=== block 1 ===
block_1/power_grid.png
Scale bar: 100 um. Pins as bars on the die edge. Tap cells in gray.
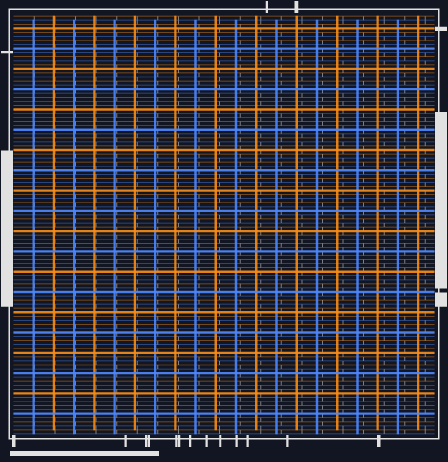

### src/rtl/dcache_pkg.sv
// Shared definitions for the direct-mapped data cache: controller states and
// the byte-address field positions used to slice tag, index and word select.
package dcache_pkg;

  typedef enum logic [1:0] {
    IDLE  = 2'd0,
    FILL0 = 2'd1,
    FILL1 = 2'd2,
    WR    = 2'd3
  } state_e;

  localparam int TAG_LSB  = 7;
  localparam int IDX_LSB  = 3;
  localparam int WSEL_BIT = 2;

endpackage

### src/rtl/data_cache_ctrl_if.sv
// Memory-side bus of the data cache: a request held until a one-cycle ack.
// The cache controller is the master, main memory is the slave.
interface data_cache_ctrl_if #(
  parameter int ADDR_W = 11,
  parameter int DATA_W = 32
);

  logic              mem_req;
  logic              mem_we;
  logic [ADDR_W-1:0] mem_addr;
  logic [DATA_W-1:0] mem_wd;
  logic [DATA_W-1:0] mem_rd;
  logic              mem_ack;

  modport master (
    output mem_req, mem_we, mem_addr, mem_wd,
    input  mem_rd, mem_ack
  );

  modport slave (
    input  mem_req, mem_we, mem_addr, mem_wd,
    output mem_rd, mem_ack
  );

endinterface

### src/rtl/dcache_line_array.sv
// Tag/valid/data storage for the direct-mapped cache: combinational read,
// one write port that either fills a whole line or updates a single word.
module dcache_line_array #(
  parameter int IDX_W  = 4,
  parameter int TAG_W  = 4,
  parameter int DATA_W = 32
) (
  input  logic              clk,
  input  logic              rst_n,
  input  logic              flush_i,
  input  logic [IDX_W-1:0]  idx_i,
  input  logic              line_we_i,
  input  logic [TAG_W-1:0]  wtag_i,
  input  logic [DATA_W-1:0] wword0_i,
  input  logic [DATA_W-1:0] wword1_i,
  input  logic              word_we_i,
  input  logic              wsel_i,
  input  logic [DATA_W-1:0] wword_i,
  output logic              valid_o,
  output logic [TAG_W-1:0]  tag_o,
  output logic [DATA_W-1:0] word0_o,
  output logic [DATA_W-1:0] word1_o
);

  localparam int LINES = 1 << IDX_W;

  logic [LINES-1:0]  valid_q;
  logic [TAG_W-1:0]  tag_q   [LINES];
  logic [DATA_W-1:0] word0_q [LINES];
  logic [DATA_W-1:0] word1_q [LINES];

  // Only the valid bits are reset; stale tags/data are harmless once invalid.
  always_ff @(posedge clk or negedge rst_n) begin
    if (!rst_n) begin
      valid_q <= '0;
    end else if (flush_i) begin
      valid_q <= '0;
    end else if (line_we_i) begin
      valid_q[idx_i] <= 1'b1;
    end
  end

  always_ff @(posedge clk) begin
    if (line_we_i) begin
      tag_q[idx_i]   <= wtag_i;
      word0_q[idx_i] <= wword0_i;
      word1_q[idx_i] <= wword1_i;
    end else if (word_we_i) begin
      if (wsel_i) word1_q[idx_i] <= wword_i;
      else        word0_q[idx_i] <= wword_i;
    end
  end

  assign valid_o = valid_q[idx_i];
  assign tag_o   = tag_q[idx_i];
  assign word0_o = word0_q[idx_i];
  assign word1_o = word1_q[idx_i];

endmodule

### src/rtl/data_cache_ctrl.sv
// Direct-mapped write-through data cache controller: zero-latency load hits,
// two-word refill on a load miss, single-word write-through on every store.
module data_cache_ctrl
  import dcache_pkg::*;
#(
  parameter int ADDR_W = 11,
  parameter int IDX_W  = 4,
  parameter int DATA_W = 32,
  parameter int CNT_W  = 16
) (
  input  logic              clk,
  input  logic              rst_n,
  input  logic              cpu_re,
  input  logic              cpu_we,
  input  logic [ADDR_W-1:0] cpu_addr,
  input  logic [DATA_W-1:0] cpu_wd,
  input  logic              flush,
  output logic [DATA_W-1:0] cpu_rd,
  output logic              cpu_stall,
  output logic              read_hit,
  output logic [CNT_W-1:0]  acc_cnt,
  output logic [CNT_W-1:0]  hit_cnt,
  data_cache_ctrl_if.master mem
);

  localparam int TAG_W = ADDR_W - TAG_LSB;

  state_e            state_q, state_d;
  logic              retry_q, retry_d;
  logic [DATA_W-1:0] word0_q, word0_d;
  logic [CNT_W-1:0]  acc_q, acc_d;
  logic [CNT_W-1:0]  hit_q, hit_d;

  logic [TAG_W-1:0]  tag;
  logic [IDX_W-1:0]  idx;
  logic              wsel;
  logic              hit;
  logic              line_we;
  logic              word_we;
  logic              arr_valid;
  logic [TAG_W-1:0]  arr_tag;
  logic [DATA_W-1:0] arr_word0;
  logic [DATA_W-1:0] arr_word1;
  logic              unused_addr_bits;

  function automatic logic [CNT_W-1:0] sat_inc(input logic [CNT_W-1:0] v);
    return (&v) ? v : v + {{(CNT_W-1){1'b0}}, 1'b1};
  endfunction

  assign tag              = cpu_addr[ADDR_W-1:TAG_LSB];
  assign idx              = cpu_addr[IDX_LSB +: IDX_W];
  assign wsel             = cpu_addr[WSEL_BIT];
  assign unused_addr_bits = ^cpu_addr[WSEL_BIT-1:0];

  dcache_line_array #(
    .IDX_W  (IDX_W),
    .TAG_W  (TAG_W),
    .DATA_W (DATA_W)
  ) u_lines (
    .clk       (clk),
    .rst_n     (rst_n),
    .flush_i   (flush && (state_q == IDLE)),
    .idx_i     (idx),
    .line_we_i (line_we),
    .wtag_i    (tag),
    .wword0_i  (word0_q),
    .wword1_i  (mem.mem_rd),
    .word_we_i (word_we),
    .wsel_i    (wsel),
    .wword_i   (cpu_wd),
    .valid_o   (arr_valid),
    .tag_o     (arr_tag),
    .word0_o   (arr_word0),
    .word1_o   (arr_word1)
  );

  assign hit    = arr_valid && (arr_tag == tag);
  assign cpu_rd = wsel ? arr_word1 : arr_word0;

  always_comb begin
    state_d      = state_q;
    retry_d      = retry_q;
    word0_d      = word0_q;
    acc_d        = acc_q;
    hit_d        = hit_q;
    cpu_stall    = 1'b0;
    read_hit     = 1'b0;
    line_we      = 1'b0;
    word_we      = 1'b0;
    mem.mem_req  = 1'b0;
    mem.mem_we   = 1'b0;
    mem.mem_addr = {cpu_addr[ADDR_W-1:WSEL_BIT+1], 1'b0, 2'b00};
    mem.mem_wd   = cpu_wd;
    unique case (state_q)
      IDLE: begin
        // A flush wins over any request; the request is re-looked-up next cycle.
        if (flush) begin
          cpu_stall = cpu_re | cpu_we;
        end else if (cpu_we) begin
          cpu_stall = 1'b1;
          word_we   = hit;
          state_d   = WR;
        end else if (cpu_re) begin
          if (hit) begin
            acc_d   = sat_inc(acc_q);
            retry_d = 1'b0;
            if (!retry_q) begin
              read_hit = 1'b1;
              hit_d    = sat_inc(hit_q);
            end
          end else begin
            cpu_stall = 1'b1;
            state_d   = FILL0;
          end
        end
      end
      FILL0: begin
        cpu_stall   = 1'b1;
        mem.mem_req = 1'b1;
        if (mem.mem_ack) begin
          word0_d = mem.mem_rd;
          state_d = FILL1;
        end
      end
      FILL1: begin
        cpu_stall    = 1'b1;
        mem.mem_req  = 1'b1;
        mem.mem_addr = {cpu_addr[ADDR_W-1:WSEL_BIT+1], 1'b1, 2'b00};
        if (mem.mem_ack) begin
          line_we = 1'b1;
          retry_d = 1'b1;
          state_d = IDLE;
        end
      end
      WR: begin
        mem.mem_req  = 1'b1;
        mem.mem_we   = 1'b1;
        mem.mem_addr = {cpu_addr[ADDR_W-1:WSEL_BIT], 2'b00};
        cpu_stall    = !mem.mem_ack;
        if (mem.mem_ack) state_d = IDLE;
      end
      default: state_d = IDLE;
    endcase
  end

  always_ff @(posedge clk or negedge rst_n) begin
    if (!rst_n) begin
      state_q <= IDLE;
      retry_q <= 1'b0;
      acc_q   <= '0;
      hit_q   <= '0;
    end else begin
      state_q <= state_d;
      retry_q <= retry_d;
      acc_q   <= acc_d;
      hit_q   <= hit_d;
    end
  end

  always_ff @(posedge clk) begin
    word0_q <= word0_d;
  end

  assign acc_cnt = acc_q;
  assign hit_cnt = hit_q;

endmodule

### src/flat_wrapper.sv
// flat-port wrapper written by rule: the top's interface ports become plain ports
module data_cache_ctrl_flat import dcache_pkg::*;
#(
  parameter int ADDR_W = 11,
  parameter int IDX_W  = 4,
  parameter int DATA_W = 32,
  parameter int CNT_W  = 16
)
  (clk, rst_n, cpu_re, cpu_we, cpu_addr, cpu_wd, flush, cpu_rd, cpu_stall, read_hit, acc_cnt, hit_cnt, mem_mem_req, mem_mem_we, mem_mem_addr, mem_mem_wd, mem_mem_rd, mem_mem_ack);
  data_cache_ctrl_if #(.ADDR_W(ADDR_W), .DATA_W(DATA_W)) mem_i ();
  input  logic clk;
  input  logic rst_n;
  input  logic cpu_re;
  input  logic cpu_we;
  input  logic [ADDR_W-1:0] cpu_addr;
  input  logic [DATA_W-1:0] cpu_wd;
  input  logic flush;
  output logic [DATA_W-1:0] cpu_rd;
  output logic cpu_stall;
  output logic read_hit;
  output logic [CNT_W-1:0] acc_cnt;
  output logic [CNT_W-1:0] hit_cnt;
  output wire logic [$bits(mem_i.mem_req)-1:0] mem_mem_req;
  output wire logic [$bits(mem_i.mem_we)-1:0] mem_mem_we;
  output wire logic [$bits(mem_i.mem_addr)-1:0] mem_mem_addr;
  output wire logic [$bits(mem_i.mem_wd)-1:0] mem_mem_wd;
  input wire logic [$bits(mem_i.mem_rd)-1:0] mem_mem_rd;
  input wire logic [$bits(mem_i.mem_ack)-1:0] mem_mem_ack;
  assign mem_mem_req = mem_i.mem_req;
  assign mem_mem_we = mem_i.mem_we;
  assign mem_mem_addr = mem_i.mem_addr;
  assign mem_mem_wd = mem_i.mem_wd;
  assign mem_i.mem_rd = mem_mem_rd;
  assign mem_i.mem_ack = mem_mem_ack;
  data_cache_ctrl #(.ADDR_W(ADDR_W), .IDX_W(IDX_W), .DATA_W(DATA_W), .CNT_W(CNT_W)) u_core (.clk(clk), .rst_n(rst_n), .cpu_re(cpu_re), .cpu_we(cpu_we), .cpu_addr(cpu_addr), .cpu_wd(cpu_wd), .flush(flush), .cpu_rd(cpu_rd), .cpu_stall(cpu_stall), .read_hit(read_hit), .acc_cnt(acc_cnt), .hit_cnt(hit_cnt), .mem(mem_i));
endmodule
### config.mk
export PLATFORM = sky130hd
export DESIGN_NAME = data_cache_ctrl_flat
export DESIGN_NICKNAME = d
export VERILOG_FILES = /design/src/rtl/dcache_pkg.sv /design/src/rtl/data_cache_ctrl_if.sv /design/src/rtl/dcache_line_array.sv /design/src/rtl/data_cache_ctrl.sv /design/src/flat_wrapper.sv
export SDC_FILE = /design/constraint.sdc
export NUM_CORES = 1
export LEC_CHECK = 0
export CAP_MARGIN = 5
export CELL_PAD_IN_SITES_DETAIL_PLACEMENT = 1
export CELL_PAD_IN_SITES_GLOBAL_PLACEMENT = 1
export CORE_MARGIN = 2
export CORE_UTILIZATION = 58
export CTS_BUF_LIST = sky130_fd_sc_hd__clkbuf_16
export CTS_CLUSTER_DIAMETER = 30
export DETAILED_ROUTE_END_ITERATION = 7
export PLACE_DENSITY = 0.87
export SETUP_SLACK_MARGIN = 0.3
export SYNTH_ARGS = -nofsm -noshare
export SYNTH_HDL_FRONTEND = slang
export SYNTH_SLANG_ARGS = --single-unit
### constraint.sdc
create_clock -name clk -period 6.7 [get_ports clk]
set_input_delay 1.34 -clock clk [delete_from_list [all_inputs] [get_ports clk]]
set_output_delay 1.34 -clock clk [all_outputs]
set_load 0.03 [all_outputs]
=== block 2 ===
## config.mk

```make
export PLATFORM = sky130hd
export DESIGN_NAME = mc_frame_scheduler_flat
export DESIGN_NICKNAME = d
export VERILOG_FILES = /design/src/rtl/mc_frame_scheduler_if.sv /design/src/rtl/mc_frame_scheduler.sv /design/src/flat_wrapper.sv
export SDC_FILE = /design/constraint.sdc
export NUM_CORES = 1
export LEC_CHECK = 0
export CORE_MARGIN = 5
export CORE_UTILIZATION = 50
export CTS_CLUSTER_SIZE = 24
export DETAILED_ROUTE_END_ITERATION = 12
export PLACE_DENSITY = 0.84
export RECOVER_POWER = 25
export SYNTH_ARGS = -nofsm -noshare
export SYNTH_HDL_FRONTEND = slang
export SYNTH_SLANG_ARGS = --single-unit
```

## constraint.sdc

```tcl
create_clock -name CLK -period 3.2 [get_ports CLK]
set_input_delay 0.48 -clock CLK [delete_from_list [all_inputs] [get_ports CLK]]
set_output_delay 0.48 -clock CLK [all_outputs]
set_load 0.01 [all_outputs]
```

## src/rtl/mc_frame_scheduler_if.sv

```systemverilog
// Command handshake bundle between a navigation source and mc_frame_scheduler.
//   Cmd      : [4:2] duty level 0..7, [1:0] direction (0 fwd, 1 neutral, 2 rev, 3 illegal)
//   CmdValid : command offered by the source
//   CmdReady : scheduler can accept a command
//   CmdErr   : one-cycle pulse after an accepted command with illegal direction
// master = command source, slave = scheduler.
interface mc_frame_scheduler_if;
    logic [4:0] Cmd;
    logic       CmdValid;
    logic       CmdReady;
    logic       CmdErr;

    modport master (
        output Cmd,
        output CmdValid,
        input  CmdReady,
        input  CmdErr
    );

    modport slave (
        input  Cmd,
        input  CmdValid,
        output CmdReady,
        output CmdErr
    );
endinterface

```

## src/rtl/mc_frame_scheduler.sv

```systemverilog
// Frame scheduler / command sequencer for one motor-controller channel.
// Runs the servo frame timer, steps the modulation state, hands State/ModInfo
// to the pulse modulator and turns the returned Pulse width into the PWM pin.
// Commands are buffered one deep and applied only at modulation-cycle wraps;
// a watchdog and an emergency stop force the neutral mode.
// Ports:
//   CLK, RST  : clock, synchronous active-high reset
//   cmd       : command handshake (slave side)
//   Stop      : emergency stop, level-sensitive
//   ModInfo   : mode word to modulator (registered)
//   State     : frame index within the modulation cycle (registered)
//   Pulse     : pulse width from modulator, in clocks
//   PwmOut    : servo pin, high while frame counter < latched pulse width
//   FrameTick : high in the cycle where the frame counter is 0
//   Timeout   : watchdog has forced neutral
module mc_frame_scheduler #(
    parameter int unsigned FRAME_CYCLES   = 2000000,
    parameter int unsigned NUM_STATES     = 24,
    parameter int unsigned NEUTRAL_CYCLES = 150000,
    parameter int unsigned TIMEOUT_CYCLES = 4
) (
    input  logic                 CLK,
    input  logic                 RST,
    mc_frame_scheduler_if.slave  cmd,
    input  logic                 Stop,
    output logic [4:0]           ModInfo,
    output logic [4:0]           State,
    input  logic [20:0]          Pulse,
    output logic                 PwmOut,
    output logic                 FrameTick,
    output logic                 Timeout
);

    localparam int unsigned CNT_W  = 21;
    localparam int unsigned IDLE_W = $clog2(TIMEOUT_CYCLES + 2);

    localparam logic [CNT_W-1:0]  FRAME_LAST  = CNT_W'(FRAME_CYCLES - 1);
    localparam logic [CNT_W-1:0]  NEUTRAL_LEN = CNT_W'(NEUTRAL_CYCLES);
    localparam logic [4:0]        STATE_LAST  = 5'(NUM_STATES - 1);
    localparam logic [IDLE_W-1:0] IDLE_LIMIT  = IDLE_W'(TIMEOUT_CYCLES);
    localparam logic [IDLE_W-1:0] IDLE_MAX    = {IDLE_W{1'b1}};
    localparam logic              WDOG_EN     = (TIMEOUT_CYCLES != 0);
    localparam logic [4:0]        MOD_NEUTRAL = 5'b00001;

    logic [CNT_W-1:0]  fcnt;
    logic [CNT_W-1:0]  pulse_len;
    logic [4:0]        pend;
    logic              pend_valid;
    logic [IDLE_W-1:0] idle;
    logic              cmd_err_q;
    logic              pwm_q;
    logic              tick_q;

    logic              frame_end;
    logic              cycle_wrap;
    logic [CNT_W-1:0]  fcnt_nx;
    logic [CNT_W-1:0]  pulse_nx;
    logic [IDLE_W-1:0] idle_inc;
    logic              xfer;
    logic              cmd_illegal;

    // Frame timing and next-value computation
    always_comb begin
        frame_end   = (fcnt == FRAME_LAST);
        cycle_wrap  = frame_end && (State == STATE_LAST);
        fcnt_nx     = frame_end ? '0 : fcnt + CNT_W'(1);
        pulse_nx    = pulse_len;
        if (frame_end) begin
            pulse_nx = (Pulse > FRAME_LAST) ? FRAME_LAST : Pulse;
        end
        idle_inc    = idle + IDLE_W'(1);
        xfer        = cmd.CmdValid && cmd.CmdReady;
        cmd_illegal = (cmd.Cmd[1:0] == 2'b11);
    end

    // Outputs are gated by RST so a reset aborts the pulse in the reset cycle itself
    assign cmd.CmdReady = !pend_valid && !Stop && !RST;
    assign cmd.CmdErr   = cmd_err_q;
    assign PwmOut       = pwm_q && !RST;
    assign FrameTick    = tick_q && !RST;

    // Timer, state stepping, command buffer, watchdog and stop handling
    always_ff @(posedge CLK) begin
        if (RST) begin
            fcnt       <= '0;
            pulse_len  <= NEUTRAL_LEN;
            State      <= '0;
            ModInfo    <= MOD_NEUTRAL;
            pend       <= '0;
            pend_valid <= 1'b0;
            idle       <= '0;
            Timeout    <= 1'b0;
            cmd_err_q  <= 1'b0;
            // Preloaded for the first post-reset cycle, which is frame position 0
            pwm_q      <= (NEUTRAL_LEN != '0);
            tick_q     <= 1'b1;
        end else begin
            fcnt      <= fcnt_nx;
            pulse_len <= pulse_nx;
            // Registered pin tracks the counter value it will be shown alongside
            pwm_q     <= (fcnt_nx < pulse_nx);
            tick_q    <= (fcnt_nx == '0);
            cmd_err_q <= 1'b0;

            if (frame_end) begin
                State <= (State == STATE_LAST) ? '0 : State + 5'd1;
            end

            if (Stop) begin
                ModInfo    <= MOD_NEUTRAL;
                pend_valid <= 1'b0;
                idle       <= '0;
            end else begin
                if (cycle_wrap) begin
                    if (pend_valid) begin
                        ModInfo    <= pend;
                        pend_valid <= 1'b0;
                        idle       <= '0;
                        Timeout    <= 1'b0;
                    end else if (WDOG_EN && (idle_inc >= IDLE_LIMIT)) begin
                        ModInfo <= MOD_NEUTRAL;
                        Timeout <= 1'b1;
                        idle    <= IDLE_LIMIT;
                    end else if (idle != IDLE_MAX) begin
                        idle <= idle_inc;
                    end
                end

                // Transfer only happens with the buffer empty, so a command
                // landing on a wrap is held for the following wrap
                if (xfer) begin
                    if (cmd_illegal) begin
                        cmd_err_q <= 1'b1;
                    end else begin
                        pend       <= cmd.Cmd;
                        pend_valid <= 1'b1;
                    end
                end
            end
        end
    end

endmodule

```

## src/flat_wrapper.sv

```systemverilog
// flat-port wrapper written by rule: the top's interface ports become plain ports
module mc_frame_scheduler_flat 
#(
    parameter int unsigned FRAME_CYCLES   = 2000000,
    parameter int unsigned NUM_STATES     = 24,
    parameter int unsigned NEUTRAL_CYCLES = 150000,
    parameter int unsigned TIMEOUT_CYCLES = 4
)
  (CLK, RST, Stop, ModInfo, State, Pulse, PwmOut, FrameTick, Timeout, cmd_Cmd, cmd_CmdValid, cmd_CmdReady, cmd_CmdErr);
  mc_frame_scheduler_if cmd_i ();
  input  logic CLK;
  input  logic RST;
  input  logic Stop;
  output logic [4:0] ModInfo;
  output logic [4:0] State;
  input  logic [20:0] Pulse;
  output logic PwmOut;
  output logic FrameTick;
  output logic Timeout;
  input wire logic [$bits(cmd_i.Cmd)-1:0] cmd_Cmd;
  input wire logic [$bits(cmd_i.CmdValid)-1:0] cmd_CmdValid;
  output wire logic [$bits(cmd_i.CmdReady)-1:0] cmd_CmdReady;
  output wire logic [$bits(cmd_i.CmdErr)-1:0] cmd_CmdErr;
  assign cmd_i.Cmd = cmd_Cmd;
  assign cmd_i.CmdValid = cmd_CmdValid;
  assign cmd_CmdReady = cmd_i.CmdReady;
  assign cmd_CmdErr = cmd_i.CmdErr;
  mc_frame_scheduler #(.FRAME_CYCLES(FRAME_CYCLES), .NUM_STATES(NUM_STATES), .NEUTRAL_CYCLES(NEUTRAL_CYCLES), .TIMEOUT_CYCLES(TIMEOUT_CYCLES)) u_core (.CLK(CLK), .RST(RST), .cmd(cmd_i), .Stop(Stop), .ModInfo(ModInfo), .State(State), .Pulse(Pulse), .PwmOut(PwmOut), .FrameTick(FrameTick), .Timeout(Timeout));
endmodule
```

=== block 3 ===
### src/rtl/instr_fetch_unit.sv
// Instruction-fetch front end: owns the fetch PC, drives the combinational instruction
// memory and buffers fetched words in a small circular prefetch queue feeding decode.
module instr_fetch_unit #(
    parameter logic [31:0] RESET_VECTOR = 32'h0000_0000,
    parameter int          DEPTH        = 2
) (
    input  logic                       clk,
    input  logic                       reset,
    output logic [31:0]                imem_address,
    input  logic [31:0]                imem_instruction,
    input  logic                       fetch_enable,
    input  logic                       redirect_valid,
    input  logic [31:0]                redirect_target,
    output logic                       out_valid,
    input  logic                       out_ready,
    output logic [31:0]                out_instruction,
    output logic [31:0]                out_pc,
    output logic [31:0]                out_pc_plus_8,
    output logic [$clog2(DEPTH+1)-1:0] queue_count
);

    localparam int CW = $clog2(DEPTH + 1);
    localparam int PW = (DEPTH > 1) ? $clog2(DEPTH) : 1;
    localparam logic [CW-1:0] FULL = CW'(DEPTH);
    localparam logic [PW-1:0] LAST = PW'(DEPTH - 1);

    logic [31:0]   fetchPcQ, fetchPcD;
    logic [PW-1:0] rdPtrQ, rdPtrD;
    logic [PW-1:0] wrPtrQ, wrPtrD;
    logic [CW-1:0] countQ, countD;
    logic [31:0]   pcMem    [DEPTH];
    logic [31:0]   instrMem [DEPTH];
    logic          notEmpty;
    logic          push;
    logic          pop;

    // Pointers wrap explicitly so non-power-of-two depths stay correct.
    function automatic logic [PW-1:0] nextPtr(input logic [PW-1:0] p);
        return (p == LAST) ? '0 : p + PW'(1);
    endfunction

    assign imem_address = fetchPcQ;
    assign notEmpty     = (countQ != '0);
    assign out_valid    = notEmpty & ~redirect_valid;
    assign pop          = out_valid & out_ready;
    assign push         = fetch_enable & ~redirect_valid & ((countQ < FULL) | pop);
    assign queue_count  = countQ;

    assign out_instruction = notEmpty ? instrMem[rdPtrQ]          : '0;
    assign out_pc          = notEmpty ? pcMem[rdPtrQ]             : '0;
    assign out_pc_plus_8   = notEmpty ? pcMem[rdPtrQ] + 32'd8     : '0;

    always_comb begin
        fetchPcD = fetchPcQ;
        rdPtrD   = rdPtrQ;
        wrPtrD   = wrPtrQ;
        countD   = countQ;
        if (redirect_valid) begin
            fetchPcD = {redirect_target[31:2], 2'b00};
            rdPtrD   = '0;
            wrPtrD   = '0;
            countD   = '0;
        end else begin
            if (push) begin
                fetchPcD = fetchPcQ + 32'd4;
                wrPtrD   = nextPtr(wrPtrQ);
            end
            if (pop) begin
                rdPtrD = nextPtr(rdPtrQ);
            end
            case ({push, pop})
                2'b10:   countD = countQ + CW'(1);
                2'b01:   countD = countQ - CW'(1);
                default: countD = countQ;
            endcase
        end
    end

    always_ff @(posedge clk or posedge reset) begin
        if (reset) begin
            fetchPcQ <= RESET_VECTOR;
            rdPtrQ   <= '0;
            wrPtrQ   <= '0;
            countQ   <= '0;
        end else begin
            fetchPcQ <= fetchPcD;
            rdPtrQ   <= rdPtrD;
            wrPtrQ   <= wrPtrD;
            countQ   <= countD;
        end
    end

    // Storage needs no reset: entries are only visible while counted as occupied.
    always_ff @(posedge clk) begin
        if (push) begin
            pcMem[wrPtrQ]    <= fetchPcQ;
            instrMem[wrPtrQ] <= imem_instruction;
        end
    end

endmodule

### config.mk
export PLATFORM = sky130hd
export DESIGN_NAME = instr_fetch_unit
export DESIGN_NICKNAME = d
export VERILOG_FILES = /design/src/rtl/instr_fetch_unit.sv
export SDC_FILE = /design/constraint.sdc
export NUM_CORES = 1
export LEC_CHECK = 0
export ABC_CLOCK_PERIOD_IN_PS = 5600
export CORE_ASPECT_RATIO = 0.9
export CORE_MARGIN = 5
export CORE_UTILIZATION = 30
export CTS_BUF_LIST = sky130_fd_sc_hd__clkbuf_16
export CTS_CLUSTER_SIZE = 40
export DETAILED_ROUTE_END_ITERATION = 8
export RECOVER_POWER = 25
export SYNTH_ARGS = -nofsm -noshare
export SYNTH_HDL_FRONTEND = slang
export SYNTH_SLANG_ARGS = --single-unit
### constraint.sdc
create_clock -name clk -period 5.6 [get_ports clk]
set_input_delay 0.84 -clock clk [delete_from_list [all_inputs] [get_ports clk]]
set_output_delay 0.84 -clock clk [all_outputs]
set_load 0.01 [all_outputs]
block_2/placement_by_type.png
Scale bar: 20 um.
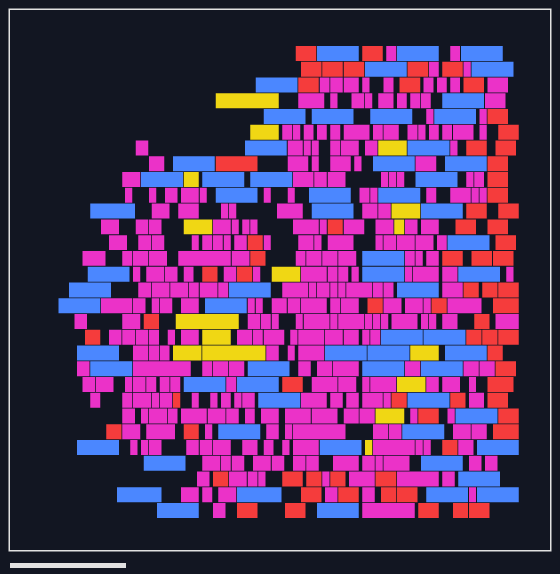
class	color	cells	share of their area
flops	blue	65	30%
other buffers and delay cells	red	71	15%
clock drivers and dummy loads	yellow	16	5.5%
combinational and other logic	magenta	317	50%

==> Slide: Implementation Results, block 2 <==
Key Metrics from the Run

Run status
  • Status: finished clean

Worst setup path
  • Critical path arrival: 3.36 ns
  • Worst Setup Start Kind: input pin
  • Worst r2r dst: u_core.pwm_q
  • Crit. Startpoint: Pulse[14]
  • Critical Path End: u_core.pwm_q
  • Crit path depth: 13
  • Crit path buf inv count: 1

Power
  • Sw Ratio: 0.2121
  • P_sw: 0.0003829 W
  • Maximum VDD drop: 0.0002583 V

Global routing
  • First-pass GRT wire length: 14,750 um
  • Initial antenna violation count: 0

Placed design
  • Dpl cells: 531
  • Placed Area: 4096 sq um

Timing
  • Fin. Hold Viols: 0

Layout
  • Design Area, Final: 4502 sq um
  • Nets: 518
  • Layout cell share with drive strength beyond 1: 0.1493
  • Buffers, non-clock: 71
  • Commonest Layout Cell: dfxtp_1

Yosys
  • Most frequent cells after synthesis: 65 x dfxtp_1, 57 x nor2_1, 24 x ha_1

Hold path
  • Hold path endpoint: u_core.ModInfo[4]

CTS
  • Total CTS buffers: 9
  • TritonCTS clock tree: done
  • Clk sinks: 65

Die
  • Die y size: 93.18 um
-- block 2: cell families (layout without fill, tap and decap cells) --
group,count (synthesis),after routing,share of synthesized area
and+or+nand+nor,180,180,0.2716
buffers and inverters,28,93,0.03797
DFF,65,65,0.3761
AOI/OAI and AO/OA,77,77,0.1479
xor gates and xnor gates,20,20,0.05063
adders and majority gates,24,24,0.08680
muxes,10,10,0.02893
-- block 2: repair_timing --
action | 4_1_cts | 5_1_grt
setup endpoints to repair | 1 | 1
hold buffers | 0 | 0
resized | 7 | 25
pin swaps | 2 | 10
buffers inserted | 0 | 2
hold endpoints to repair | 0 | 0
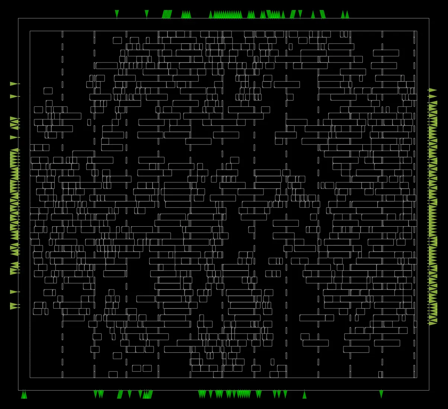
block_3/placement.png
# fillers: 2,415
TAP cells: 342
fraction of area in registers: 0.4413
fin util: 0.4153
Flops: 158

==> Slide: Implementation Results, block 3 <==
Key Metrics from the Run

Hold path
  • Hold path cells: 0
  • Hold Crit Class: reg2reg
  • Critical hold path startpoint: imem_address[30]
  • Hold path endpoint: pcMem[1][30]

Timing
  • Post-Route Skew: 0.006902 ns
  • Slew Limit Fails: 0
  • Final count of negative-setup-slack endpoints: 0
  • Cycle use final: 0.8568
  • Hold WS: 0.5521 ns
  • Max-slew headroom: 0.4563
  • Final WS setup: 0.8018 ns

Power
  • Sw Ratio: 0.2713
  • Clock power frac: 0.360
  • P_sw: 0.0008335 W
  • Highest-power group: registers
  • Clock net power: 0.00110 W
  • Comb pwr share: 0.178
  • Comb pwr: 0.000547 W

Yosys
  • Cell type with the largest total area: edfxtp_1
  • Top cell area share: 0.4930
  • Most common cell in the netlist: edfxtp_1
  • Complex Gates by Area: 0.06543
  • Syn. warnings: 0
  • Yosys Chip Area: 7553 sq um
  • Main logic family: simple AND/OR/NAND/NOR gates
  • Most frequent cells after synthesis: 124 x edfxtp_1, 87 x nor2_1, 63 x nand2_1
  • EDFF count, synth: 124

CTS
  • Clock root buffer: clkbuf_16
  • CTS Hold Buffers Added: 0
  • CTS max path bufs: 2
  • Clock latency (worst-skew pair): 0.41 ns
  • Total CTS buffers: 17
  • TritonCTS clock tree: done
  • Count of cells resized by post-cts repair: 0

Layout
  • Most flop-heavy register: instrMem
  • Logic cell area: 2785 sq um
  • Largest cell class by area: flip-flops and latches
  • Non-clk invs: 10
  • Nets: 900
  • Comb/total area: 0.2685
  • # diodes: 0
  • Buffers, non-clock: 201
  • Non-clk buf share: 0.1910
  • Largest register FFs: 64
  • Layout clock area frac: 0.05439
  • Area Overhead vs Synth: 37.35%

Die
  • Die Wd: 177.3 um
  • Core Density at Floorplan: 0.3024
  • Placement Rows: 55
  • Core ar.: 24,980 sq um
  • Die y size: 160.5 um

Routing
  • Final WL: 21,040 um
  • WL/cell: 17.77 um
  • Residual DRC: 0
  • DR pass1 iterations: 5
  • First DRT Iteration DRCs: 339

Worst setup path
  • Delay of the slowest cell on the worst path: 0.79 ns
  • Max FO, Critical Path: 40
  • Crit path max-delay cell type: dfrtp_4
  • Reg2reg start: imem_address[6]
  • Crit path DRT: 4.76 ns

Global routing
  • Global route total overflow: 0
  • First-pass GRT wire length: 33,000 um
  • Largest net degree at the start of global routing: 74

Placed design
  • RD Place Congestion: 0.7961
  • Dpl cells: 1,152

Run
  • Tool warning count: 28

Run status
  • Status: finished clean
block 3: metal layers:
metal	GRT usage	wire (um)
met1	0.2040	10070
met3	0.04895	1284
met4	0.02777	145
met2	0.2359	9527
met5	0	14
block 3: critical path, delay by kind of cell, from the launching register on:
| kind | cells | cell delay, ns |
|---|---|---|
| flops | 1 | 0.79 |
| mux | 1 | 0.38 |
| buf+inv | 2 | 0.99 |
| simple gates | 3 | 0.90 |
| compound gates | 1 | 0.45 |
block_1/clk_routes.png
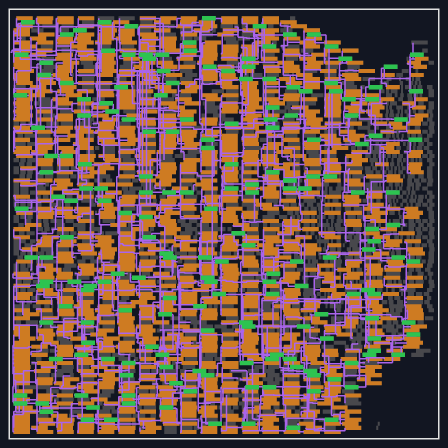
[flip-flops] orange | count: 1,171
[clock wires] purple | length: 17,500 um
[clock drivers] green | count: 192
routed clock nets	193

block_1/placement_by_type.png
Scale bar: 100 um.
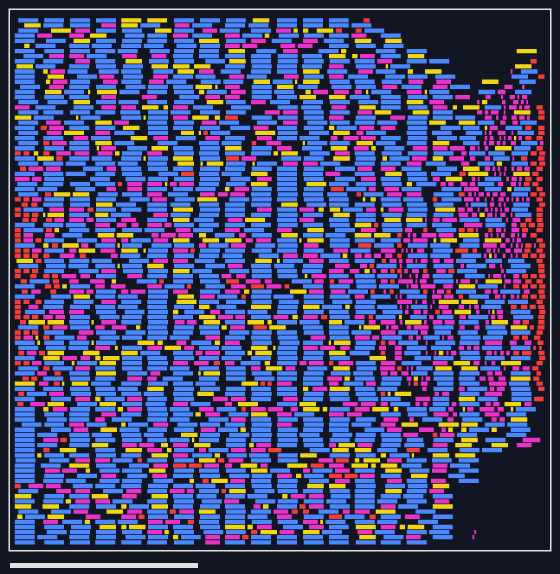
class	color	cells	share of their area
clock drivers and dummy loads	yellow	363	12%
other buffers and delay cells	red	249	4.6%
flops	blue	1,171	63%
combinational and other logic	magenta	725	20%

## Picture notes: block_1/power_grid.png
net	color
VSS	blue
VDD	orange
tap cells	1,050
met4 straps	20
met5 straps	20

==> Slide: Implementation Results, block 1 <==
Key Metrics from the Run

Run status
  • Status: finished clean

Power
  • Clock net power: 0.0105 W
  • Comb pwr share: 0.072
  • Leak pwr: 18.80 nW

Global routing
  • First-pass GRT wire length: 206,900 um

Routing
  • Post-DRT Antenna Nets: 0
  • Via density: 7.029

CTS
  • CTS max path bufs: 3
  • CTS Hold Buffers Added: 0
  • TritonCTS clock tree: done

Placed design
  • RD Place Congestion: 0.8432

Hold path
  • Critical hold path startpoint: u_core.hit_cnt[11]

Worst setup path
  • Reg2reg start: u_core.u_lines.tag_q[1][0]

Layout
  • Flops: 1,171

Timing
  • Hold WS: 0.5004 ns

Yosys
  • Yosys Instances: 2,042

Die
  • Core Density at Floorplan: 0.5871
block 1: kinds of logic (layout without fill, tap and decap cells):
group	after synthesis	in the layout	share of synthesized area
compound gates	43	43	0.007380
buf+inv	153	618	0.01866
other cells	1	4	0.00008072
xor+xnor	37	37	0.006976
mux	453	453	0.1945
flops	1171	1171	0.7514
fa+ha+maj	7	7	0.001885
simple gates	177	177	0.01912
block 1: layer usage:
layer  share of wire  GRT usage  vias to the layer above
li1                -          -                     9208
met1            0.34     0.4666                    13220
met2            0.50     0.6048                     2138
met3            0.10    0.07643                      459
met4           0.054     0.1871                        0
met5               0          0                        -

=== block 4 ===
block_4/placement_by_type.png
Scale bar: 20 um.
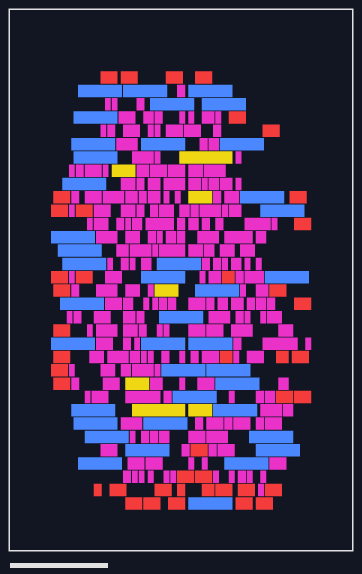

## src/rtl/multiplier.sv

```systemverilog
// rtl/multiplier.sv - sequential unsigned shift-and-add multiplier datapath
// Steps are gated externally by load/enable; Psel chooses whether each step adds.

module mult_shr #(
  parameter int W = 8
) (
  input  logic         clk,
  input  logic         rst,
  input  logic         load_i,
  input  logic         shift_i,
  input  logic [W-1:0] d_i,
  output logic [W-1:0] q_o
);
  logic [W-1:0] q_q, q_d;

  always_comb begin
    q_d = q_q;
    if (load_i)       q_d = d_i;
    else if (shift_i) q_d = q_q >> 1;
  end

  always_ff @(posedge clk or negedge rst) begin
    if (!rst) q_q <= '0;
    else      q_q <= q_d;
  end

  assign q_o = q_q;
endmodule

module mult_shl #(
  parameter int W = 16
) (
  input  logic         clk,
  input  logic         rst,
  input  logic         load_i,
  input  logic         shift_i,
  input  logic [W-1:0] d_i,
  output logic [W-1:0] q_o
);
  logic [W-1:0] q_q, q_d;

  always_comb begin
    q_d = q_q;
    if (load_i)       q_d = d_i;
    else if (shift_i) q_d = q_q << 1;
  end

  always_ff @(posedge clk or negedge rst) begin
    if (!rst) q_q <= '0;
    else      q_q <= q_d;
  end

  assign q_o = q_q;
endmodule

module mult_acc #(
  parameter int W = 16
) (
  input  logic         clk,
  input  logic         rst,
  input  logic         clear_i,
  input  logic         en_i,
  input  logic [W-1:0] addend_i,
  output logic [W-1:0] acc_o
);
  logic [W-1:0] acc_q, acc_d;

  always_comb begin
    acc_d = acc_q;
    if (clear_i)   acc_d = '0;
    else if (en_i) acc_d = acc_q + addend_i;
  end

  always_ff @(posedge clk or negedge rst) begin
    if (!rst) acc_q <= '0;
    else      acc_q <= acc_d;
  end

  assign acc_o = acc_q;
endmodule

module multiplier #(
  parameter int WIDTH = 8
) (
  input  logic               clk,
  input  logic               rst,
  input  logic [WIDTH-1:0]   MP,
  input  logic [WIDTH-1:0]   MC,
  input  logic               load,
  input  logic               enable,
  input  logic               Psel,
  output logic               zero_flag,
  output logic               b0,
  output logic [2*WIDTH-1:0] product
);
  logic [WIDTH-1:0]   mp_q;
  logic [2*WIDTH-1:0] mc_q;
  logic               step;

  // A step only happens while multiplier bits remain, so the product freezes once done.
  assign step = !load && enable && !zero_flag;

  mult_shr #(.W(WIDTH)) u_mp (
    .clk(clk), .rst(rst), .load_i(load), .shift_i(step), .d_i(MP), .q_o(mp_q)
  );

  mult_shl #(.W(2*WIDTH)) u_mc (
    .clk(clk), .rst(rst), .load_i(load), .shift_i(step),
    .d_i({{WIDTH{1'b0}}, MC}), .q_o(mc_q)
  );

  mult_acc #(.W(2*WIDTH)) u_acc (
    .clk(clk), .rst(rst), .clear_i(load), .en_i(step && Psel),
    .addend_i(mc_q), .acc_o(product)
  );

  assign zero_flag = (mp_q == '0);
  assign b0        = mp_q[0];
endmodule

```

## config.mk

```make
export PLATFORM = sky130hd
export DESIGN_NAME = multiplier
export DESIGN_NICKNAME = d
export VERILOG_FILES = /design/src/rtl/multiplier.sv
export SDC_FILE = /design/constraint.sdc
export NUM_CORES = 1
export LEC_CHECK = 0
export CORE_ASPECT_RATIO = 1.75
export CORE_MARGIN = 8
export CORE_UTILIZATION = 50
export CTS_CLUSTER_DIAMETER = 30
export DETAILED_ROUTE_END_ITERATION = 10
export HOLD_SLACK_MARGIN = 0.06
export PLACE_DENSITY = 0.83
export SYNTH_ARGS = -nofsm -noshare
export SYNTH_HDL_FRONTEND = slang
export SYNTH_HIERARCHICAL = 1
export SYNTH_SLANG_ARGS = --single-unit
```

## constraint.sdc

```tcl
create_clock -name clk -period 2.9 [get_ports clk]
set_input_delay 0.58 -clock clk [delete_from_list [all_inputs] [get_ports clk]]
set_output_delay 0.58 -clock clk [all_outputs]
set_load 0.01 [all_outputs]
```

=== block 5 ===
--- src/rtl/cu_pkg.sv ---
// Shared encodings for the cu_seq instruction sequencer: opcodes, ALU selects,
// FSM states and instruction classes.
package cu_pkg;

   localparam logic [3:0] OPC_MOV = 4'b0001;
   localparam logic [3:0] OPC_ADD = 4'b0010;
   localparam logic [3:0] OPC_SUB = 4'b0011;
   localparam logic [3:0] OPC_AND = 4'b0100;
   localparam logic [3:0] OPC_OR  = 4'b0101;
   localparam logic [3:0] OPC_XOR = 4'b0110;
   localparam logic [3:0] OPC_NOT = 4'b0111;
   localparam logic [3:0] OPC_SHL = 4'b1000;
   localparam logic [3:0] OPC_SHR = 4'b1001;
   localparam logic [3:0] OPC_LT  = 4'b1010;
   localparam logic [3:0] OPC_EQ  = 4'b1011;
   localparam logic [3:0] OPC_MVI = 4'b1100;

   // ALU select is the ALU-class opcode minus one
   localparam logic [3:0] ALU_NOP = 4'd0;
   localparam logic [3:0] ALU_ADD = 4'd1;
   localparam logic [3:0] ALU_SUB = 4'd2;
   localparam logic [3:0] ALU_AND = 4'd3;
   localparam logic [3:0] ALU_OR  = 4'd4;
   localparam logic [3:0] ALU_XOR = 4'd5;
   localparam logic [3:0] ALU_NOT = 4'd6;
   localparam logic [3:0] ALU_SHL = 4'd7;
   localparam logic [3:0] ALU_SHR = 4'd8;
   localparam logic [3:0] ALU_LT  = 4'd9;
   localparam logic [3:0] ALU_EQ  = 4'd10;

   typedef enum logic [2:0] {
      ST_IDLE = 3'd0,
      ST_RD_A = 3'd1,
      ST_RD_B = 3'd2,
      ST_CAP  = 3'd3,
      ST_WB   = 3'd4,
      ST_DONE = 3'd5
   } state_t;

   typedef enum logic [2:0] {
      CLS_BIN = 3'd0,
      CLS_UNA = 3'd1,
      CLS_MOV = 3'd2,
      CLS_MVI = 3'd3,
      CLS_ILL = 3'd4
   } cls_t;

endpackage

--- src/rtl/cu_decode.sv ---
// Opcode decoder: instruction class, ALU select and legality, all combinational.
module cu_decode
   import cu_pkg::*;
#(
   parameter int OP_W = 4
)(
   input  logic [OP_W-1:0] opcode,
   output logic [2:0]      cls,
   output logic [OP_W-1:0] alu_op,
   output logic            legal
);

   always_comb begin
      cls    = CLS_ILL;
      alu_op = '0;
      legal  = 1'b0;
      case (opcode)
         OP_W'(OPC_MOV): begin
            cls   = CLS_MOV;
            legal = 1'b1;
         end
         OP_W'(OPC_ADD), OP_W'(OPC_SUB), OP_W'(OPC_AND), OP_W'(OPC_OR),
         OP_W'(OPC_XOR), OP_W'(OPC_LT), OP_W'(OPC_EQ): begin
            cls    = CLS_BIN;
            alu_op = opcode - OP_W'(1);
            legal  = 1'b1;
         end
         OP_W'(OPC_NOT), OP_W'(OPC_SHL), OP_W'(OPC_SHR): begin
            cls    = CLS_UNA;
            alu_op = opcode - OP_W'(1);
            legal  = 1'b1;
         end
         OP_W'(OPC_MVI): begin
            cls   = CLS_MVI;
            legal = 1'b1;
         end
         default: ;
      endcase
   end

endmodule

--- src/rtl/cu_seq.sv ---
// Multi-cycle register-to-register sequencer driving an external sync RAM and a
// combinational ALU; one instruction per start/done handshake.
//
//   state   | meaning
//   IDLE    | waiting for start, latches decoded fields
//   RD_A    | read dest register (first operand)
//   RD_B    | read src register; binary ops capture operand A
//   CAP     | capture second operand (or the unary operand)
//   WB      | write result back to dest
//   DONE    | done pulse, err valid
module cu_seq
   import cu_pkg::*;
#(
   parameter int DATA_W = 16,
   parameter int ADDR_W = 6,
   parameter int OP_W   = 4
)(
   input  logic              clk,
   input  logic              rst,
   input  logic              start,
   input  logic [OP_W-1:0]   opcode,
   input  logic [ADDR_W-1:0] dest,
   input  logic [ADDR_W-1:0] src,
   output logic              busy,
   output logic              done,
   output logic              err,
   output logic              zero_flag,
   output logic              ram_read,
   output logic              ram_write,
   output logic [ADDR_W-1:0] ram_addr,
   output logic [DATA_W-1:0] ram_wdata,
   input  logic [DATA_W-1:0] ram_rdata,
   output logic [OP_W-1:0]   alu_op,
   output logic [DATA_W-1:0] alu_a,
   output logic [DATA_W-1:0] alu_b,
   input  logic [DATA_W-1:0] alu_result,
   input  logic              alu_zero
);

   state_t            state, state_nxt;
   cls_t              cls_q;
   logic [OP_W-1:0]   alu_op_q;
   logic [ADDR_W-1:0] dest_q, src_q;

   logic [2:0]        dec_cls;
   logic [OP_W-1:0]   dec_alu_op;
   logic              dec_legal;

   cu_decode #(.OP_W(OP_W)) u_decode (
      .opcode (opcode),
      .cls    (dec_cls),
      .alu_op (dec_alu_op),
      .legal  (dec_legal)
   );

   always_ff @(posedge clk) begin
      if (rst) begin
         state     <= ST_IDLE;
         cls_q     <= CLS_BIN;
         alu_op_q  <= '0;
         dest_q    <= '0;
         src_q     <= '0;
         alu_a     <= '0;
         alu_b     <= '0;
         zero_flag <= 1'b0;
      end else begin
         state <= state_nxt;
         case (state)
            ST_IDLE: begin
               if (start) begin
                  cls_q    <= cls_t'(dec_cls);
                  alu_op_q <= dec_alu_op;
                  dest_q   <= dest;
                  src_q    <= src;
               end
            end
            ST_RD_B: begin
               if (cls_q == CLS_BIN)
                  alu_a <= ram_rdata;
            end
            ST_CAP: begin
               if (cls_q == CLS_UNA) begin
                  alu_a <= ram_rdata;
                  alu_b <= '0;
               end else begin
                  alu_b <= ram_rdata;
               end
            end
            ST_WB: begin
               // MOV and MVI leave the flag alone
               if (cls_q == CLS_BIN || cls_q == CLS_UNA)
                  zero_flag <= alu_zero;
            end
            default: ;
         endcase
      end
   end

   always_comb begin
      state_nxt = state;
      busy      = (state != ST_IDLE);
      done      = 1'b0;
      err       = 1'b0;
      ram_read  = 1'b0;
      ram_write = 1'b0;
      ram_addr  = '0;
      ram_wdata = '0;
      alu_op    = '0;
      case (state)
         ST_IDLE: begin
            if (start) begin
               if (!dec_legal) begin
                  state_nxt = ST_DONE;
               end else begin
                  case (cls_t'(dec_cls))
                     CLS_BIN, CLS_UNA: state_nxt = ST_RD_A;
                     CLS_MOV:          state_nxt = ST_RD_B;
                     CLS_MVI:          state_nxt = ST_WB;
                     default:          state_nxt = ST_DONE;
                  endcase
               end
            end
         end
         ST_RD_A: begin
            ram_read  = 1'b1;
            ram_addr  = dest_q;
            state_nxt = (cls_q == CLS_BIN) ? ST_RD_B : ST_CAP;
         end
         ST_RD_B: begin
            ram_read  = 1'b1;
            ram_addr  = src_q;
            state_nxt = ST_CAP;
         end
         ST_CAP: state_nxt = ST_WB;
         ST_WB: begin
            // a reset landing on the write cycle must not corrupt the register file
            ram_write = !rst;
            ram_addr  = dest_q;
            state_nxt = ST_DONE;
            case (cls_q)
               CLS_MOV: ram_wdata = alu_b;
               CLS_MVI: ram_wdata = DATA_W'(src_q);
               default: begin
                  ram_wdata = alu_result;
                  alu_op    = alu_op_q;
               end
            endcase
         end
         ST_DONE: begin
            done      = 1'b1;
            err       = (cls_q == CLS_ILL);
            state_nxt = ST_IDLE;
         end
         default: state_nxt = ST_IDLE;
      endcase
   end

endmodule

--- config.mk ---
export PLATFORM = sky130hd
export DESIGN_NAME = cu_seq
export DESIGN_NICKNAME = d
export VERILOG_FILES = /design/src/rtl/cu_pkg.sv /design/src/rtl/cu_decode.sv /design/src/rtl/cu_seq.sv
export SDC_FILE = /design/constraint.sdc
export NUM_CORES = 1
export LEC_CHECK = 0
export ABC_AREA = 1
export CAP_MARGIN = 20
export CORE_MARGIN = 2
export CORE_UTILIZATION = 46
export CTS_BUF_LIST = sky130_fd_sc_hd__clkbuf_16
export DETAILED_ROUTE_END_ITERATION = 10
export PLACE_DENSITY = 0.86
export SLEW_MARGIN = 5
export SYNTH_ARGS = -nofsm -noshare
export SYNTH_HDL_FRONTEND = slang
export SYNTH_SLANG_ARGS = --single-unit
--- constraint.sdc ---
create_clock -name clk -period 3.7 [get_ports clk]
set_clock_uncertainty 0.2 [all_clocks]
set_input_delay 1.11 -clock clk [delete_from_list [all_inputs] [get_ports clk]]
set_output_delay 1.11 -clock clk [all_outputs]
set_load 0.1 [all_outputs]

==> screenshots <==
Supply network.
Scale bar: 20 um. Pins as bars on the die edge. Tap cells in gray.
panel A
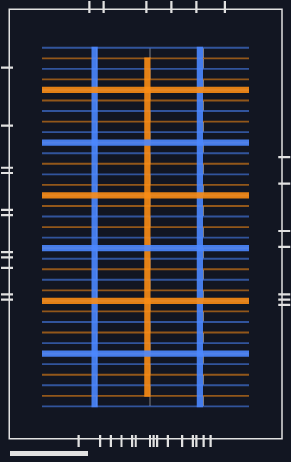
panel B
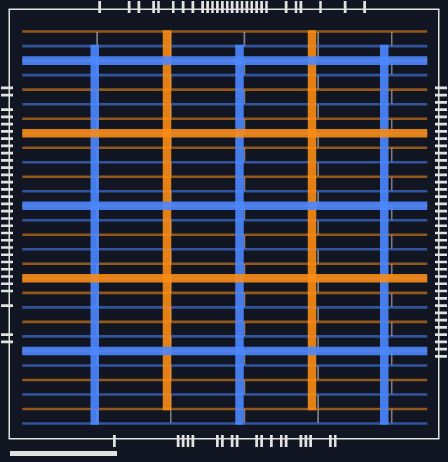
For block 5, see panel B.
For block 4, see panel A.
Of these, most pins: panel B
Of these, largest die: panel A

block_5/placement.png
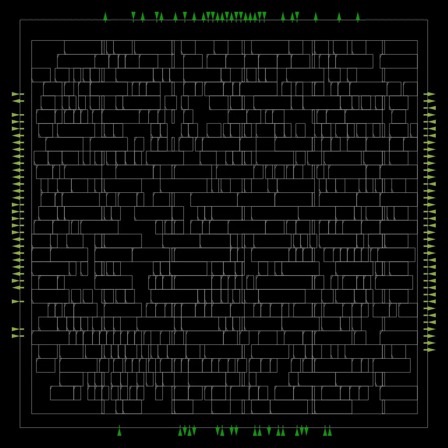
fin util: 0.7699
TAP cells: 72
# fillers: 416
Core ar.: 5574 sq um
Placement Rows: 27

block_5/wires.png
Scale bar: 20 um. Only two layers are drawn.
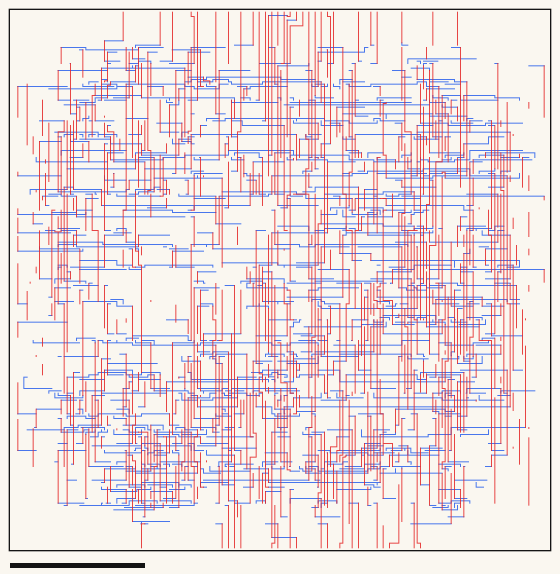
layer	color	wire length
metal 1	blue	3,370 um
metal 2	red	4,250 um

==> Slide: Implementation Results, block 5 <==
Key Metrics from the Run

Run status
  • Status: finished clean

Global routing
  • First-pass GRT wire length: 13,400 um
  • Layer with the highest usage: met2
  • Vias in the first global route: 2,949
  • Largest net degree at the start of global routing: 51
  • Met1 Usage GRT: 0.3090

Yosys
  • Synth Area per Inst: 6.815 sq um
  • Most common cell in the netlist: nand2_1
  • Multiplexer area fraction after synthesis: 0
  • Synthesized area: 2671 sq um
  • Cell count after synthesis: 392
  • Ys flop type: dfxtp_1
  • Yosys Chip Area: 2671 sq um
  • XOR Share, Synth: 0.003279
  • Syn. warnings: 0
  • Yosys Instances: 392
  • Complex Gates by Area: 0.2244
  • Seq share, synth: 0.4122
  • Main logic family: simple AND/OR/NAND/NOR gates

Layout
  • Layout cell share with drive strength beyond 1: 0.2191
  • Layout clock area frac: 0.04402
  • Buffers, non-clock: 119
  • Layout clock buffer count: 5
  • Fraction of area in registers: 0.2566
  • Area Overhead vs Synth: 60.66%
  • Flop area: 1101 sq um
  • Comb/total area: 0.3265
  • Top cells excl fill/tap: 77 x nand2_1, 58 x nor2_1, 55 x dfxtp_1, 51 x clkdlybuf4s50_1
  • Non-clk invs: 39
  • Post-route insts no fill: 574
  • MI comb cells: 281
  • Nets: 557
  • Logic cell area: 1401 sq um

Routing
  • Routed met2 length: 4254 um
  • DR pass1 iterations: 4
  • Vias: 3,010
  • Via density: 5.244
  • Max Used Layer: met4
  • Residual DRC: 0
  • WL/cell: 14.61 um

Power
  • Cell Pwr Density: 809.4 nW/um^2
  • Seq group: 0.000818 W
  • Tot Pwr: 0.003474 W
  • Sw Ratio: 0.5263
  • Clock net power: 0.000589 W
  • Flop pwr share: 0.236
  • Highest-power group: combinational logic
  • P_sw: 0.001828 W
  • Leak pwr: 1.875 nW

Placed design
  • Dpl cells: 566
  • I/O Buffers: 115
  • Placed Area: 4103 sq um

CTS
  • CTS max path bufs: 2
  • Clock transition at path regs: 0.06 ns
  • Total CTS buffers: 5
  • TritonCTS clock tree: done
  • Count of cells resized by post-cts repair: 0

Run
  • Max cap viols: 0
  • Tool warning count: 30

Timing
  • Tightest Pin Transition: 0.6478 ns
  • Final count of negative-setup-slack endpoints: 0
  • Fin. Hold Viols: 0
  • Final WS setup: 0.2830 ns
  • Crit path time final: 3.417 ns

Worst setup path
  • Crit path kind: in2out
  • Worst Setup Start Kind: input pin

Die
  • Ports: 116
  • Core Density at Floorplan: 0.4792
  • Die Wd: 80.21 um
block 5: worst max-delay path, stage by stage:
cell,delay [ns]
clkdlybuf4s50_1,0.47
nand2_1,0.07
a31oi_2,0.25
buf_12,0.20
block 5: final timing paths:
kind         slack (ns)          start      endpoint  cells past startpoint
max                0.28  alu_result[0]  ram_wdata[0]                      4
min                0.26      zero_flag     zero_flag                      2
max reg2reg        1.33       state[0]     alu_a[15]                      7
min reg2reg        0.26      zero_flag     zero_flag                      2
block_4/clk_routes.png
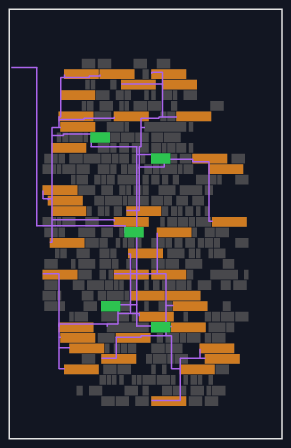
[clock drivers] green | count: 5
[flip-flops] orange | count: 40
[clock wires] purple | length: 542 um
routed clock nets	6
Clock power frac: 0.360
Post-Route Skew: 0.006607 ns

Notes on block_4/placement_by_type.png above:
class	color	cells	share of their area
other buffers and delay cells	red	42	13%
combinational and other logic	magenta	219	50%
flops	blue	40	33%
clock drivers and dummy loads	yellow	7	4.3%

==> Slide: Implementation Results, block 4 <==
Key Metrics from the Run

Yosys
  • Yosys Chip Area: 2545 sq um
  • Main logic family: simple AND/OR/NAND/NOR gates
  • Most frequent cells after synthesis: 40 x dfrtp_1, 34 x nand2_1, 30 x mux2i_1
  • Seq share, synth: 0.3933
  • Multiplexer area fraction after synthesis: 0.1239
  • Cell count after synthesis: 264
  • Cell type with the largest total area: dfrtp_1
  • Post-synth ARST share: 1.000
  • Unique cell types: 45
  • Syn. warnings: 6

Power
  • Comb pwr share: 0.205
  • Clock net power: 0.000536 W
  • Seq group: 0.000645 W
  • Highest-power group: registers
  • P_sw: 0.0003977 W
  • Comb pwr: 0.000305 W

Timing
  • Max-slew headroom: 0.4141
  • Unrepaired setup endpoints after global routing: no
  • Tightest Pin Transition: 0.8788 ns
  • TNS Setup: 0 ns
  • Cycle use final: 0.8815
  • Final WS setup: 0.3435 ns

Worst setup path
  • Crit path DRT: 2.32 ns
  • Max FO, Critical Path: 3
  • CP delay by family, top: simple AND/OR/NAND/NOR gates
  • Delay of the slowest cell on the worst path: 0.55 ns
  • Crit path kind: reg2out
  • Worst Setup Start Kind: register
  • Crit path max-delay cell type: nor4_2

Die
  • Ports: 39
  • Total die size: 7719 sq um
  • TAP cells: 54
  • Die y size: 110.4 um
  • Die Wd: 69.93 um

Routing
  • First DRT Iteration DRCs: 78
  • Post-DRT Antenna Nets: 0
  • Met1 WL: 2232 um
  • DR pass1 iterations: 4

Layout
  • Non-clk buf share: 0.1292
  • Fin util: 0.6278
  • Logic cell area: 1485 sq um
  • Buffers, non-clock: 42
  • Design Area, Final: 3098 sq um
  • Layout clock area frac: 0.04160
  • Flop area: 1001 sq um
  • Largest cell class by area: combinational gates
  • Nets: 345
  • # diodes: 0
  • Layout cell share with drive strength beyond 1: 0.08117
  • Area Overhead vs Synth: 21.73%
  • Fraction of area in registers: 0.3231

Run status
  • Status: finished clean

Placed design
  • DP Wirelength: 3956 um

CTS
  • Clock latency (worst-skew pair): 0.29 ns
  • Clock root buffer: clkbuf_8

Global routing
  • Global route total overflow: 0
  • Routing usage on met2: 0.2793
  • Met1 Usage GRT: 0.1471
  • First-pass GRT wire length: 9570 um
  • Total track usage: 0.1481
## block 4: final timing paths
path                            startpoint               to  slack (ns)  cells past startpoint
max                            u_mp/q_o[3]        zero_flag        0.34                      3
max in group asynchronous              rst   u_acc/acc_o[3]        1.94                      1
min reg2reg                u_acc/acc_o[10]  u_acc/acc_o[10]        0.53                      2
min                                    rst      u_mc/q_o[1]        0.40                      1
min in group clk           u_acc/acc_o[10]  u_acc/acc_o[10]        0.53                      2
max reg2reg                    u_mc/q_o[0]  u_acc/acc_o[14]        0.51                     10


## Gallery

Clock distribution.
shot_01.png
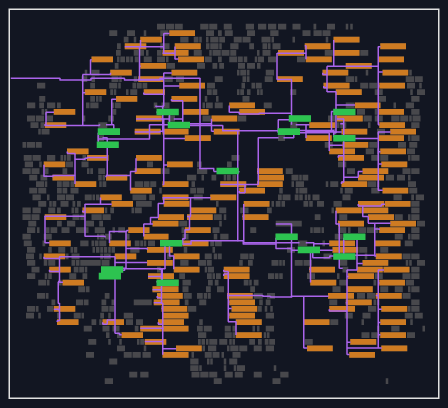
shot_02.png
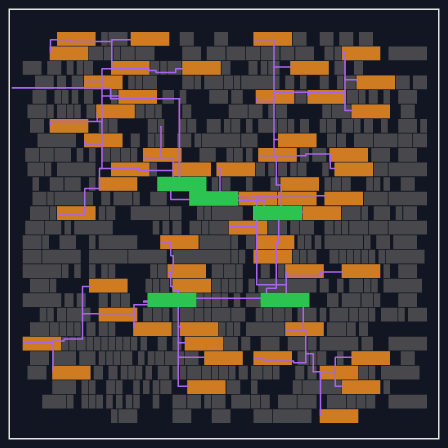
shot_03.png
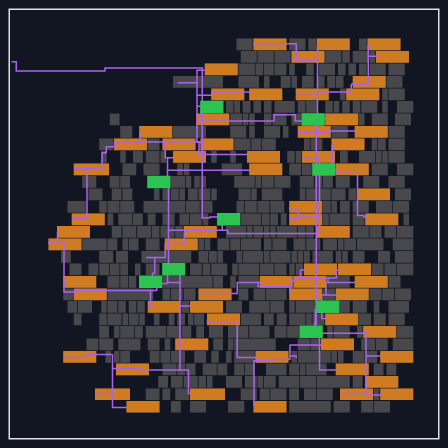
block 2 -> shot_03.png
block 3 -> shot_01.png
block 5 -> shot_02.png
- most sequential cells: shot_01.png

Key to shot_02.png:
[flip-flops] orange | count: 55
[clock wires] purple | length: 574 um
[clock drivers] green | count: 5
routed clock nets	6
flops lie	all over the die

Power figures rest on the tool's default switching activity, not on a simulated workload.
